######## block 1 ########
Block 1, cell outlines without signal wires:
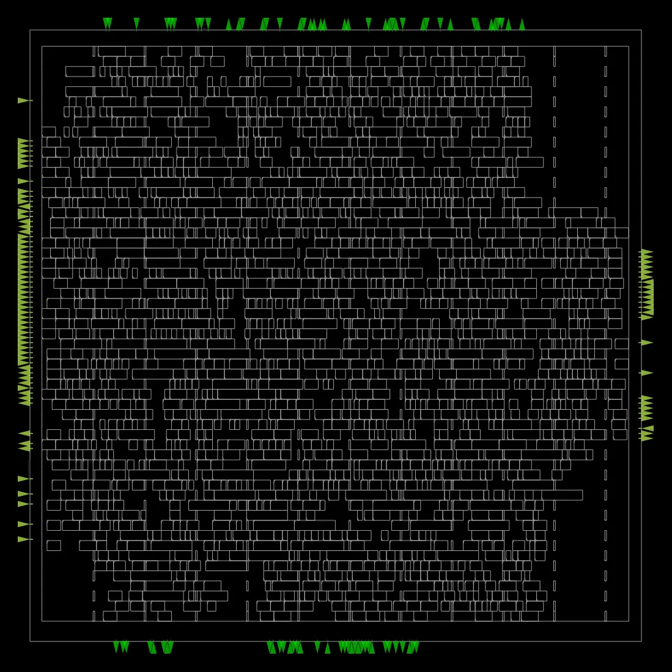

### config.mk
export PLATFORM = sky130hd
export DESIGN_NAME = lif_neuron_array
export DESIGN_NICKNAME = d
export VERILOG_FILES = /design/src/rtl/lif_neuron_array.sv
export SDC_FILE = /design/constraint.sdc
export NUM_CORES = 1
export LEC_CHECK = 0
export CORE_MARGIN = 3
export CORE_UTILIZATION = 50
export DETAILED_ROUTE_END_ITERATION = 10
export HOLD_SLACK_MARGIN = 0.02
export PLACE_DENSITY = 0.73
export SYNTH_ARGS = -nofsm -noshare
export SYNTH_HDL_FRONTEND = slang
export SYNTH_SLANG_ARGS = --single-unit
export TNS_END_PERCENT = 30
### constraint.sdc
create_clock -name clk -period 5 [get_ports clk]
set_input_delay 0.5 -clock clk [delete_from_list [all_inputs] [get_ports clk]]
set_output_delay 0.5 -clock clk [all_outputs]
set_load 0.01 [all_outputs]
### src/rtl/lif_neuron_array.sv
// lif_neuron_array
//   Array of leaky-integrate-and-fire neurons. One timestep is run per accepted
//   start: every membrane potential is leaked, then one weight word per spike input
//   is read from the WVR. The weights of the inputs that spiked are accumulated
//   with saturation. Finally every neuron at or above threshold fires and resets.
//
// Ports
//   clk, reset   clock; synchronous active-high reset
//   start        request one timestep (accepted only when idle)
//   clear        zero all potentials (honoured only when idle and start is low)
//   spike_vec    input spikes, latched at start
//   threshold    signed fire threshold, latched at start
//   wvr_raddr    WVR read address (k during ACCUM, 0 otherwise)
//   wvr_rdata    WVR read data, lane n = bits [n*LANE_W +: LANE_W]
//   busy         high whenever the FSM is not idle
//   done         one-cycle pulse when a timestep completes
//   spike_out    neurons that fired in the last timestep
//   pot_out      current potentials, neuron n at [n*POT_W +: POT_W]
//
// Handshake: start is a request sampled on a rising edge while busy=0. There is no
// backpressure; a start (or clear) seen while busy=1 is dropped, not queued.
// Exactly one done pulse follows each accepted start unless reset intervenes.
module lif_neuron_array #(
    parameter int NUM_NEURONS = 4,
    parameter int NUM_INPUTS  = 32,
    parameter int POT_W       = 16,
    parameter int LEAK_SHIFT  = 3,
    localparam int LANE_W     = 32 / NUM_NEURONS,
    localparam int ADDR_W     = $clog2(NUM_INPUTS)
) (
    input  logic                         clk,
    input  logic                         reset,
    input  logic                         start,
    input  logic                         clear,
    input  logic [NUM_INPUTS-1:0]        spike_vec,
    input  logic [POT_W-1:0]             threshold,
    output logic [ADDR_W-1:0]            wvr_raddr,
    input  logic [31:0]                  wvr_rdata,
    output logic                         busy,
    output logic                         done,
    output logic [NUM_NEURONS-1:0]       spike_out,
    output logic [NUM_NEURONS*POT_W-1:0] pot_out
);

    typedef enum logic [2:0] {
        IDLE  = 3'd0,
        LEAK  = 3'd1,
        ACCUM = 3'd2,
        FIRE  = 3'd3,
        DONE  = 3'd4
    } state_t;

    state_t                  state_q, state_d;
    logic [ADDR_W-1:0]       cnt_q;
    logic [NUM_INPUTS-1:0]   spikes_q;
    logic signed [POT_W-1:0] thr_q;
    logic signed [POT_W-1:0] pot_q  [NUM_NEURONS];
    logic signed [POT_W-1:0] leak_v [NUM_NEURONS];
    logic signed [POT_W-1:0] acc_v  [NUM_NEURONS];

    // One extra bit of headroom is enough because a lane is narrower than a
    // potential; overflow shows up as the two top bits of the sum disagreeing.
    function automatic logic signed [POT_W-1:0] sat_add(
        input logic signed [POT_W-1:0]  v,
        input logic signed [LANE_W-1:0] w
    );
        logic [POT_W:0] s;
        s = {v[POT_W-1], v} + {{(POT_W+1-LANE_W){w[LANE_W-1]}}, w};
        if (s[POT_W] != s[POT_W-1])
            sat_add = s[POT_W] ? {1'b1, {(POT_W-1){1'b0}}} : {1'b0, {(POT_W-1){1'b1}}};
        else
            sat_add = s[POT_W-1:0];
    endfunction

    // State register
    always_ff @(posedge clk) begin
        if (reset) state_q <= IDLE;
        else       state_q <= state_d;
    end

    // Next-state logic
    always_comb begin
        state_d = state_q;
        case (state_q)
            IDLE:    if (start) state_d = LEAK;
            LEAK:    state_d = ACCUM;
            ACCUM:   if (cnt_q == ADDR_W'(NUM_INPUTS - 1)) state_d = FIRE;
            FIRE:    state_d = DONE;
            DONE:    state_d = IDLE;
            default: state_d = IDLE;
        endcase
    end

    // Per-neuron candidate values. A zero shift would subtract v from itself,
    // so LEAK_SHIFT=0 means "no leak" and keeps v.
    always_comb begin
        for (int n = 0; n < NUM_NEURONS; n++) begin
            leak_v[n] = (LEAK_SHIFT == 0) ? pot_q[n] : pot_q[n] - (pot_q[n] >>> LEAK_SHIFT);
            acc_v[n]  = sat_add(pot_q[n], wvr_rdata[n*LANE_W +: LANE_W]);
        end
    end

    // Datapath
    always_ff @(posedge clk) begin
        if (reset) begin
            cnt_q     <= '0;
            spikes_q  <= '0;
            thr_q     <= '0;
            spike_out <= '0;
            for (int n = 0; n < NUM_NEURONS; n++) pot_q[n] <= '0;
        end else begin
            case (state_q)
                IDLE: begin
                    if (start) begin
                        spikes_q <= spike_vec;
                        thr_q    <= threshold;
                        cnt_q    <= '0;
                    end else if (clear) begin
                        for (int n = 0; n < NUM_NEURONS; n++) pot_q[n] <= '0;
                    end
                end
                LEAK: begin
                    for (int n = 0; n < NUM_NEURONS; n++) pot_q[n] <= leak_v[n];
                end
                ACCUM: begin
                    if (spikes_q[cnt_q]) begin
                        for (int n = 0; n < NUM_NEURONS; n++) pot_q[n] <= acc_v[n];
                    end
                    cnt_q <= cnt_q + ADDR_W'(1);
                end
                FIRE: begin
                    for (int n = 0; n < NUM_NEURONS; n++) begin
                        if (pot_q[n] >= thr_q) begin
                            spike_out[n] <= 1'b1;
                            pot_q[n]     <= '0;
                        end else begin
                            spike_out[n] <= 1'b0;
                        end
                    end
                end
                default: ;
            endcase
        end
    end

    // Outputs
    always_comb begin
        pot_out = '0;
        for (int n = 0; n < NUM_NEURONS; n++) pot_out[n*POT_W +: POT_W] = pot_q[n];
    end

    assign wvr_raddr = (state_q == ACCUM) ? cnt_q : '0;
    assign busy      = (state_q != IDLE);
    assign done      = (state_q == DONE);

endmodule

######## block 2 ########
$ cat src/rtl/day_code_if.sv
// Load handshake and day-code bus between host/timebase and day_code_sequencer.
// Master drives tick and the load request; slave returns ready, day code and pulses.
interface day_code_if;
    logic       tick;
    logic       load_valid;
    logic [2:0] load_day;
    logic       load_ready;
    logic       load_err;
    logic       day2;
    logic       day1;
    logic       day0;
    logic       day_valid;
    logic       day_strobe;
    logic       week_wrap;

    modport master (
        output tick, load_valid, load_day,
        input  load_ready, load_err, day2, day1, day0, day_valid, day_strobe, week_wrap
    );

    modport slave (
        input  tick, load_valid, load_day,
        output load_ready, load_err, day2, day1, day0, day_valid, day_strobe, week_wrap
    );
endinterface

$ cat src/rtl/day_code_sequencer.sv
// Day-of-week sequencer: prescales ticks into day advances 0..6, host may load the code.
// All outputs registered (1-cycle latency); load_ready drops for the single ACK cycle after a legal load.
module day_code_sequencer #(
    parameter int TICKS_PER_DAY = 86400,
    parameter int CNT_W         = 17
) (
    input  logic        clk,
    input  logic        rst,
    day_code_if.slave   bus
);
    typedef enum logic [1:0] {IDLE, ACK, RUN} state_t;

    localparam logic [CNT_W-1:0] LAST = CNT_W'(TICKS_PER_DAY - 1);

    state_t           state_q, state_d;
    logic [CNT_W-1:0] presc_q, presc_d;
    logic [2:0]       day_q, day_d;
    logic             valid_q, valid_d;
    logic             ready_q, ready_d;
    logic             err_q, err_d;
    logic             strobe_q, strobe_d;
    logic             wrap_q, wrap_d;
    logic             accept;

    assign accept = bus.load_valid & ready_q;

    always_comb begin
        state_d  = state_q;
        presc_d  = presc_q;
        day_d    = day_q;
        valid_d  = valid_q;
        err_d    = 1'b0;
        strobe_d = 1'b0;
        wrap_d   = 1'b0;
        // An accepted load, legal or not, swallows any tick in the same cycle.
        if (accept) begin
            if (bus.load_day == 3'd7) begin
                err_d = 1'b1;
            end else begin
                day_d   = bus.load_day;
                presc_d = '0;
                valid_d = 1'b1;
                state_d = ACK;
            end
        end else begin
            case (state_q)
                ACK:     state_d = RUN;
                RUN: begin
                    if (bus.tick) begin
                        if (presc_q == LAST) begin
                            presc_d  = '0;
                            strobe_d = 1'b1;
                            if (day_q == 3'd6) begin
                                day_d  = 3'd0;
                                wrap_d = 1'b1;
                            end else begin
                                day_d = day_q + 3'd1;
                            end
                        end else begin
                            presc_d = presc_q + CNT_W'(1);
                        end
                    end
                end
                default: state_d = state_q;
            endcase
        end
        ready_d = (state_d != ACK);
    end

    always_ff @(posedge clk or posedge rst) begin
        if (rst) begin
            state_q  <= IDLE;
            presc_q  <= '0;
            day_q    <= 3'd0;
            valid_q  <= 1'b0;
            ready_q  <= 1'b1;
            err_q    <= 1'b0;
            strobe_q <= 1'b0;
            wrap_q   <= 1'b0;
        end else begin
            state_q  <= state_d;
            presc_q  <= presc_d;
            day_q    <= day_d;
            valid_q  <= valid_d;
            ready_q  <= ready_d;
            err_q    <= err_d;
            strobe_q <= strobe_d;
            wrap_q   <= wrap_d;
        end
    end

    assign bus.load_ready = ready_q;
    assign bus.load_err   = err_q;
    assign bus.day2       = day_q[2];
    assign bus.day1       = day_q[1];
    assign bus.day0       = day_q[0];
    assign bus.day_valid  = valid_q;
    assign bus.day_strobe = strobe_q;
    assign bus.week_wrap  = wrap_q;
endmodule
$ cat src/flat_wrapper.sv
// flat-port wrapper written by rule: the top's interface ports become plain ports
module day_code_sequencer_flat 
#(
    parameter int TICKS_PER_DAY = 86400,
    parameter int CNT_W         = 17
)
  (clk, rst, bus_tick, bus_load_valid, bus_load_day, bus_load_ready, bus_load_err, bus_day2, bus_day1, bus_day0, bus_day_valid, bus_day_strobe, bus_week_wrap);
  day_code_if bus_i ();
  input  logic clk;
  input  logic rst;
  input wire logic [$bits(bus_i.tick)-1:0] bus_tick;
  input wire logic [$bits(bus_i.load_valid)-1:0] bus_load_valid;
  input wire logic [$bits(bus_i.load_day)-1:0] bus_load_day;
  output wire logic [$bits(bus_i.load_ready)-1:0] bus_load_ready;
  output wire logic [$bits(bus_i.load_err)-1:0] bus_load_err;
  output wire logic [$bits(bus_i.day2)-1:0] bus_day2;
  output wire logic [$bits(bus_i.day1)-1:0] bus_day1;
  output wire logic [$bits(bus_i.day0)-1:0] bus_day0;
  output wire logic [$bits(bus_i.day_valid)-1:0] bus_day_valid;
  output wire logic [$bits(bus_i.day_strobe)-1:0] bus_day_strobe;
  output wire logic [$bits(bus_i.week_wrap)-1:0] bus_week_wrap;
  assign bus_i.tick = bus_tick;
  assign bus_i.load_valid = bus_load_valid;
  assign bus_i.load_day = bus_load_day;
  assign bus_load_ready = bus_i.load_ready;
  assign bus_load_err = bus_i.load_err;
  assign bus_day2 = bus_i.day2;
  assign bus_day1 = bus_i.day1;
  assign bus_day0 = bus_i.day0;
  assign bus_day_valid = bus_i.day_valid;
  assign bus_day_strobe = bus_i.day_strobe;
  assign bus_week_wrap = bus_i.week_wrap;
  day_code_sequencer #(.TICKS_PER_DAY(TICKS_PER_DAY), .CNT_W(CNT_W)) u_core (.clk(clk), .rst(rst), .bus(bus_i));
endmodule
$ cat config.mk
export PLATFORM = sky130hd
export DESIGN_NAME = day_code_sequencer_flat
export DESIGN_NICKNAME = d
export VERILOG_FILES = /design/src/rtl/day_code_if.sv /design/src/rtl/day_code_sequencer.sv /design/src/flat_wrapper.sv
export SDC_FILE = /design/constraint.sdc
export NUM_CORES = 1
export LEC_CHECK = 0
export ABC_CLOCK_PERIOD_IN_PS = 1800
export CORE_UTILIZATION = 40
export DETAILED_ROUTE_END_ITERATION = 10
export HOLD_SLACK_MARGIN = 0.06
export PLACE_DENSITY = 0.58
export SLEW_MARGIN = 20
export SYNTH_ARGS = -nofsm -noshare
export SYNTH_HDL_FRONTEND = slang
export SYNTH_SLANG_ARGS = --single-unit
$ cat constraint.sdc
create_clock -name clk -period 1.8 [get_ports clk]
set_clock_uncertainty 0.05 [all_clocks]
set_input_delay 0.27 -clock clk [delete_from_list [all_inputs] [get_ports clk]]
set_output_delay 0.27 -clock clk [all_outputs]
set_load 0.05 [all_outputs]
######## block 3 ########
--- src/rtl/image_window_buffer.sv ---
// Image buffer that loads a raster-order pixel stream, then replays it as
// stride-1 KxK convolution windows with valid/ready flow control.
module image_window_buffer #(
    parameter int DATA_W = 16,
    parameter int IMG_W  = 5,
    parameter int IMG_H  = 5,
    parameter int K      = 3,
    parameter int ADDR_W = 5
) (
    input  logic              clk,
    input  logic              rst,
    input  logic              clear,
    input  logic              wr_valid,
    input  logic [DATA_W-1:0] wr_data,
    output logic              wr_ready,
    output logic              mem_ok,
    input  logic              start,
    output logic              busy,
    output logic              rd_valid,
    output logic [DATA_W-1:0] rd_data,
    input  logic              rd_ready,
    output logic              rd_win_last,
    output logic              rd_all_last,
    output logic              done
);

    typedef enum logic [1:0] {
        ST_LOAD = 2'd0,
        ST_FULL = 2'd1,
        ST_SCAN = 2'd2
    } state_t;

    localparam logic [ADDR_W-1:0] ZERO_A   = {ADDR_W{1'b0}};
    localparam logic [ADDR_W-1:0] ONE_A    = {{(ADDR_W-1){1'b0}}, 1'b1};
    localparam logic [ADDR_W-1:0] IMG_W_A  = ADDR_W'(IMG_W);
    localparam logic [ADDR_W-1:0] K_M1     = ADDR_W'(K - 1);
    localparam logic [ADDR_W-1:0] COL_MAX  = ADDR_W'(IMG_W - K);
    localparam logic [ADDR_W-1:0] ROW_MAX  = ADDR_W'(IMG_H - K);
    localparam logic [ADDR_W-1:0] PIX_LAST = ADDR_W'(IMG_W * IMG_H - 1);

    logic [DATA_W-1:0] mem_r [0:(1<<ADDR_W)-1];

    state_t            state_r;
    logic [ADDR_W-1:0] wr_ptr_r;
    logic [ADDR_W-1:0] row_r;
    logic [ADDR_W-1:0] col_r;
    logic [ADDR_W-1:0] win_i_r;
    logic [ADDR_W-1:0] win_j_r;
    logic              issued_all_r;

    logic              wr_en_s;
    logic              issue_s;
    logic              win_last_s;
    logic              all_last_s;
    logic [ADDR_W-1:0] rd_addr_s;
    logic [ADDR_W-1:0] row_nxt_s;
    logic [ADDR_W-1:0] col_nxt_s;
    logic [ADDR_W-1:0] win_i_nxt_s;
    logic [ADDR_W-1:0] win_j_nxt_s;

    // Window address, beat flags and next scan position (j fastest, then i, c, r).
    always_comb begin
        wr_en_s     = (state_r == ST_LOAD) && wr_valid && !clear && !rst;
        rd_addr_s   = (row_r + win_i_r) * IMG_W_A + col_r + win_j_r;
        win_last_s  = (win_i_r == K_M1) && (win_j_r == K_M1);
        all_last_s  = win_last_s && (row_r == ROW_MAX) && (col_r == COL_MAX);
        // The output register may be refilled when empty or being drained this cycle.
        issue_s     = (state_r == ST_SCAN) && !issued_all_r && (!rd_valid || rd_ready);
        row_nxt_s   = row_r;
        col_nxt_s   = col_r;
        win_i_nxt_s = win_i_r;
        win_j_nxt_s = win_j_r;
        if (win_j_r != K_M1) begin
            win_j_nxt_s = win_j_r + ONE_A;
        end else begin
            win_j_nxt_s = ZERO_A;
            if (win_i_r != K_M1) begin
                win_i_nxt_s = win_i_r + ONE_A;
            end else begin
                win_i_nxt_s = ZERO_A;
                if (col_r != COL_MAX) begin
                    col_nxt_s = col_r + ONE_A;
                end else begin
                    col_nxt_s = ZERO_A;
                    row_nxt_s = row_r + ONE_A;
                end
            end
        end
    end

    // Pixel storage, written only while loading; contents are not reset.
    always_ff @(posedge clk) begin
        if (wr_en_s) begin
            mem_r[wr_ptr_r] <= wr_data;
        end
    end

    // Control FSM with registered outputs and the registered memory read port.
    always_ff @(posedge clk) begin
        if (rst || clear) begin
            state_r      <= ST_LOAD;
            wr_ptr_r     <= ZERO_A;
            row_r        <= ZERO_A;
            col_r        <= ZERO_A;
            win_i_r      <= ZERO_A;
            win_j_r      <= ZERO_A;
            issued_all_r <= 1'b0;
            wr_ready     <= 1'b1;
            mem_ok       <= 1'b0;
            busy         <= 1'b0;
            rd_valid     <= 1'b0;
            rd_data      <= {DATA_W{1'b0}};
            rd_win_last  <= 1'b0;
            rd_all_last  <= 1'b0;
            done         <= 1'b0;
        end else begin
            done <= 1'b0;
            case (state_r)
                ST_LOAD: begin
                    if (wr_valid) begin
                        if (wr_ptr_r == PIX_LAST) begin
                            state_r  <= ST_FULL;
                            wr_ptr_r <= ZERO_A;
                            wr_ready <= 1'b0;
                            mem_ok   <= 1'b1;
                        end else begin
                            wr_ptr_r <= wr_ptr_r + ONE_A;
                        end
                    end
                end
                ST_FULL: begin
                    if (start) begin
                        state_r      <= ST_SCAN;
                        busy         <= 1'b1;
                        row_r        <= ZERO_A;
                        col_r        <= ZERO_A;
                        win_i_r      <= ZERO_A;
                        win_j_r      <= ZERO_A;
                        issued_all_r <= 1'b0;
                    end
                end
                ST_SCAN: begin
                    if (rd_valid && rd_ready && rd_all_last) begin
                        state_r     <= ST_FULL;
                        busy        <= 1'b0;
                        done        <= 1'b1;
                        rd_valid    <= 1'b0;
                        rd_win_last <= 1'b0;
                        rd_all_last <= 1'b0;
                    end else if (issue_s) begin
                        rd_valid     <= 1'b1;
                        rd_data      <= mem_r[rd_addr_s];
                        rd_win_last  <= win_last_s;
                        rd_all_last  <= all_last_s;
                        issued_all_r <= all_last_s;
                        row_r        <= row_nxt_s;
                        col_r        <= col_nxt_s;
                        win_i_r      <= win_i_nxt_s;
                        win_j_r      <= win_j_nxt_s;
                    end else if (rd_valid && rd_ready) begin
                        rd_valid    <= 1'b0;
                        rd_win_last <= 1'b0;
                        rd_all_last <= 1'b0;
                    end
                end
                default: begin
                    state_r <= ST_LOAD;
                end
            endcase
        end
    end

endmodule

--- config.mk ---
export PLATFORM = sky130hd
export DESIGN_NAME = image_window_buffer
export DESIGN_NICKNAME = d
export VERILOG_FILES = /design/src/rtl/image_window_buffer.sv
export SDC_FILE = /design/constraint.sdc
export NUM_CORES = 1
export LEC_CHECK = 0
export CAP_MARGIN = 10
export CORE_MARGIN = 2
export CORE_UTILIZATION = 65
export CTS_CLUSTER_SIZE = 40
export DETAILED_ROUTE_END_ITERATION = 12
export PLACE_DENSITY = 0.9
export SYNTH_ARGS = -nofsm -noshare
export SYNTH_HDL_FRONTEND = slang
export SYNTH_SLANG_ARGS = --single-unit
--- constraint.sdc ---
create_clock -name clk -period 12.6 [get_ports clk]
set_input_delay 1.26 -clock clk [delete_from_list [all_inputs] [get_ports clk]]
set_output_delay 1.26 -clock clk [all_outputs]
set_load 0.02 [all_outputs]
Block 3, drive-strength map:
Drawn at 2 px/um.
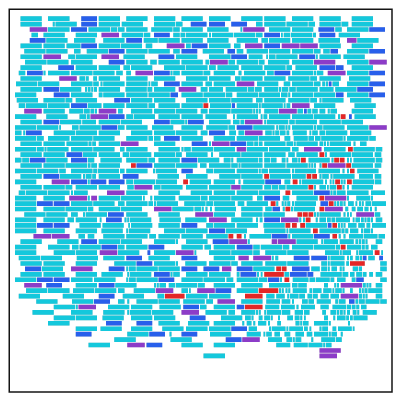
| size | color | cells | share |
|---|---|---|---|
| _3 and _4 cells | red | 49 | 3.6% |
| _0 and _1 cells | cyan | 1109 | 82% |
| _2 cells | blue | 130 | 9.6% |
| _6 and larger | purple | 67 | 4.9% |
post-route cell area: 25500 um^2
Buffers excl. clock: 88
worst setup margin: 6.07 ns
Area Overhead vs Synth: 12.7%

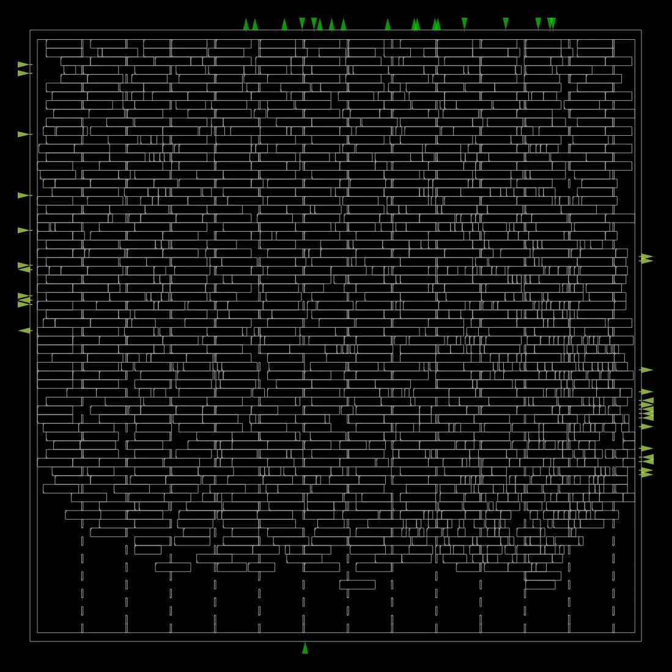
Block 3: cell outlines without signal wires
fin cells: 1810
n_taps: 455
Seq/total area: 64.2%
Cell Rows: 68

==> run summary, block 3 <==
# Cells Yosys: 1223
RSZ-0062 raised after global routing: no
Final WL: 56200 um
Dpl cells: 1712
Clk_skew: 0.0190 ns
Total combinational power: 0.0479 mW
FF-to-FF Start: row_r[0]
Combinational share of power: 1.3%
Hold Fails Final Rpt: 0
Slowest CP cell: fa_4
Status: complete, no violations
Data arrival, critical path: 7.01 ns
GRT overflow: 0
Clock Power Share: 43.3%
1st-iter DRT viols: 1711
Max-cap viol count: 0
Worst-Margin Slew: 1.27 ns
Worst Path Buf+Inv: 3
Clk slew on worst S/H paths: 0.06 ns
Worst setup path class: reg -> reg
Clock net sink count: 563
Pre-antenna DRT Iters: 6
Number of enable flip-flop cells: 512
Pre-Place Util: 65.7%
Setup TNS: 0 ns
Crit. path cell count: 15
Largest area contributor in the synthesized netlist: edfxtp_1
Worst reg2reg setup slack: 6.07 ns
Die Y: 191 um
-- block 3: per-stage QoR --
step           cell area [um^2]  setup slack, ns
2_1_floorplan             22600             8.11
3_3_place_gp              23800             6.74
3_5_place_dp              23800             6.50
4_1_cts                   25500             6.20
5_1_grt                   25500             5.88
6_report                  25500             6.07
-- block 3: routing by layer --
layer | part of all wire [%] | track usage (%) | vias up
met3 | 11 | 5.93 | 237
li1 | - | - | 5028
met1 | 33 | 41.8 | 6378
met2 | 50 | 51.9 | 1037
met5 | 0.030 | 0 | -
met4 | 5.5 | 16.0 | 2
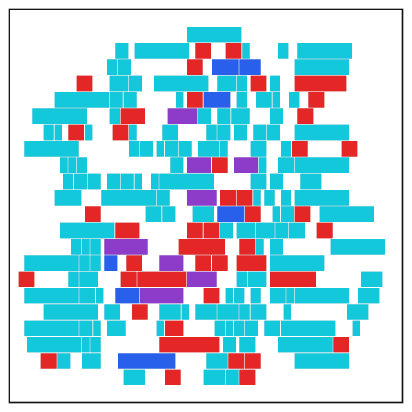
Block 2: drive-strength map
Drawn at 6 px/um.
| size | color | cells | share |
|---|---|---|---|
| _2 cells | blue | 7 | 3.4% |
| _6 and larger | purple | 8 | 3.9% |
| _3 and _4 cells | red | 44 | 21% |
| _0 and _1 cells | cyan | 147 | 71% |
Buffers excl. clock: 48
worst setup margin: 0.0640 ns

==> run summary, block 2 <==
Mean Syn Cell Area: 9.83 um^2
Worst setup EP type: flip-flop
Met2 Use GR: 33.6%
Top Registers: u_core.presc_q (17), u_core.day_q (3), u_core.state_q (2)
Power per Cell Area: 932 nW/um^2
Met3 usage in global routing: 3.47%
Worst setup path class: reg -> reg
R2R cell count: 6
Vias: 1508
Avg Vias per Cell: 5.94
Worst Hold Class: in -> async
Max clock buf depth: 2
Relative slew margins: 67.2%
GRT overflow: 0
Final Slew Violations: 0
Status: complete, no violations
Routed Antenna Nets: 0
Dominant cell area share: 40.6%
Number of global-route vias before repair: 1464
==> block 2: through the flow <==
step / setup TNS (ns) / power, mW / worst slack (ns) / utilization (%)
CTS: 0 / 1.94 / 0.00440 / 55.1
global placement: -0.105 / 1.55 / -0.0432 / 52.7
global route: -0.0572 / 2.06 / -0.0423 / 55.7
finish: 0 / 1.95 / 0.0640 / 55.7
detailed placement: -0.198 / 1.56 / -0.0643 / 52.7
floorplan: 0 / 1.31 / 0.0102 / -
==> block 2: what timing repair did <==
action                     4_1_cts  5_1_grt
buffers inserted                 5        1
setup endpoints to repair        7       13
pin swaps                        3        3
gates resized                    3        4
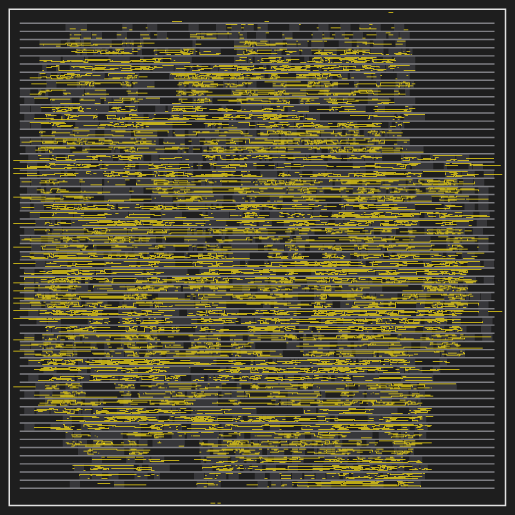
Block 1: the metal 1 layer
Drawn at 3 px/um. Supply wires on this layer in gray. Cells faint in the background.
longest straight run: 38.2 um
nets with wire on the layer: 1845
main direction: horizontal
wire length on this layer: 16300 um
met1 Use GR: 34.6%
vias: 12100
final WL: 35400 um

Notes on 'cell outlines without signal wires' of block 1 above:
Cell Rows: 57
flop count: 124
Seq/total area: 18.6%

==> run summary, block 1 <==
Buffering overhead: 11.0%
Yosys cell types: 93
Post-route cell area: 15000 um^2
Peak VDD IR: 0.311 mV
WL met1: 16300 um
Worst setup EP type: flip-flop
Worst Hold Class: reg -> reg
Slowest CP cell: or4_1
Largest area contributor in the synthesized netlist: ha_1
Number of global-route vias before repair: 11500
N_taps: 324
Critical Path End: pot_q[1][14]
Worst Hold Launch: spikes_q[24]
FF/Latch Area: 2800 um^2
Gr usage total: 25.7%
DPL Wire Length: 26900 um
Cell area leaders: ha_1, dfxtp_1, edfxtp_1
Port Buf Inserts: 158
Dominant cell area share: 19.0%
Stage-log warning count: 27
DP Area: 14400 um^2
# hold bufs at CTS: 0
CP max FO: 6
CTS root buffer: clkbuf_16
Pre-Place Util: 51.4%
Core area: 24500 um^2
Met2 Use GR: 42.8%
FF-to-FF End: pot_q[1][14]
Dpl ws: 0.438 ns
Power per Cell Area: 417 nW/um^2
Top Metal Used: met4
First-pass GRT wire length: 56900 um
Post-layout power: 6.27 mW
Max-cap viol count: 0
Worst setup margin: 0.801 ns
1st-iter DRT viols: 771
Final period util: 84.0%
Number of enable flip-flop cells: 32
GRT overflow: 0
Floorplan Nets: 1828
Chip area: 27200 um^2
Invs w/o clock: 103
Status: complete, no violations
Fin cells: 2021
[block 1: report_power, final]
part	total, mW	internal [mW]	switching (mW)
combinational	3.59	1.65	1.94
clock	1.28	0.703	0.578
sequential	1.41	1.17	0.237
total	6.27	3.52	2.75
[block 1: sequential cells by signal, indices dropped and copies added, names as in the netlist]
register   cells
pot_q         64
spikes_q      32
thr_q         16
cnt_q          5
spike_out      4
state_q        3
[block 1: cell families after synthesis]
group / synth area share [%]
mux: 2.39
flops: 22.2
compound gates: 28.0
xor+xnor: 4.79
fa+ha+maj: 20.3
simple gates: 17.2
buf+inv: 5.18

## Gallery

Placement density heat map.
shot_01.png
Drawn at 6 px/um. The die is cut into 7 by 7 equal tiles; dark blue is low, red is high, 0 to 100% covered.
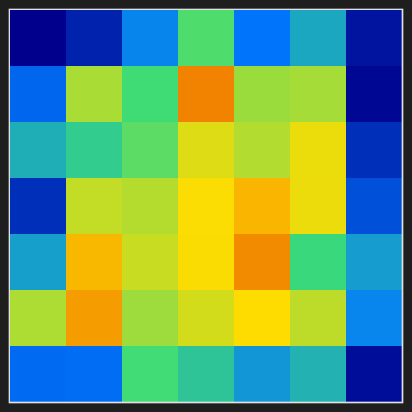
shot_02.png
Drawn at 2 px/um. The die is cut into 19 by 19 equal tiles; dark blue is low, red is high, 0 to 100% covered.
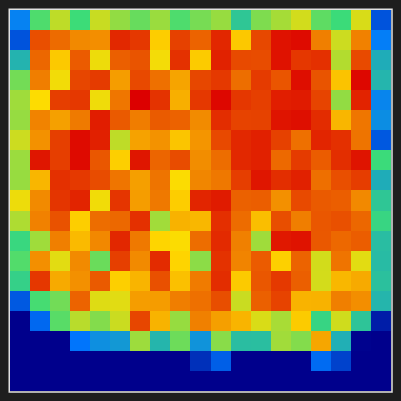
shot_03.png
Drawn at 2 px/um. The die is cut into 16 by 16 equal tiles; dark blue is low, red is high, 0 to 100% covered.
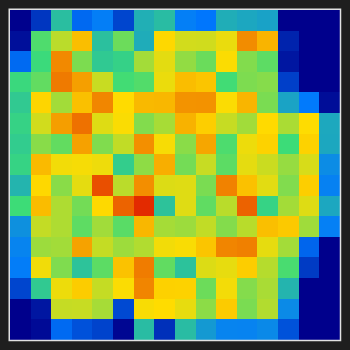
Block 2 is shot_01.png.
Block 3 is shot_02.png.
Block 1 is shot_03.png.
Of these, largest die: shot_02.png
Of these, highest utilization: shot_02.png



==> screenshots <==
Nets reached from selected ports.
image #1
Drawn at 6 px/um.
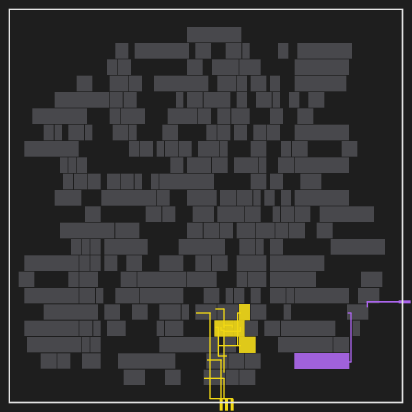
image #2
Drawn at 2 px/um.
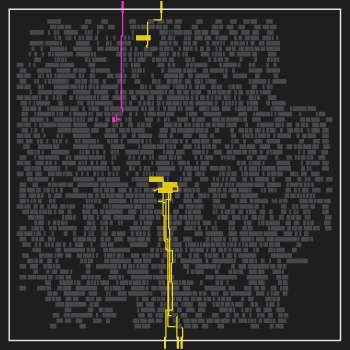
image #3
Drawn at 2 px/um.
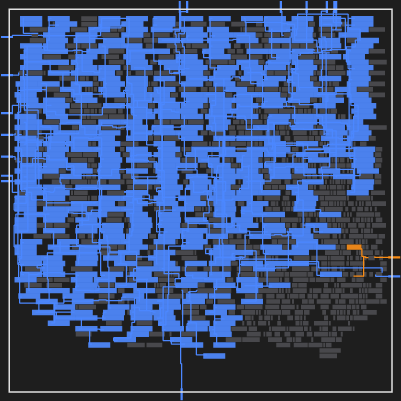
| from | picture |
|---|---|
| block 3 | image #3 |
| block 1 | image #2 |
| block 2 | image #1 |
Of these, largest die: image #3
Of these, fewest cells: image #1

Key to image #3:
| port | color | bits | direction | end cells | buffers | wire |
|---|---|---|---|---|---|---|
| `mem_ok` | orange | 1 | output | 1 | 1 | 30.4 um |
| `wr_data` | blue | 16 | input | 512 | 18 | 6240 um |

Power is estimated from default activity; no workload was simulated.
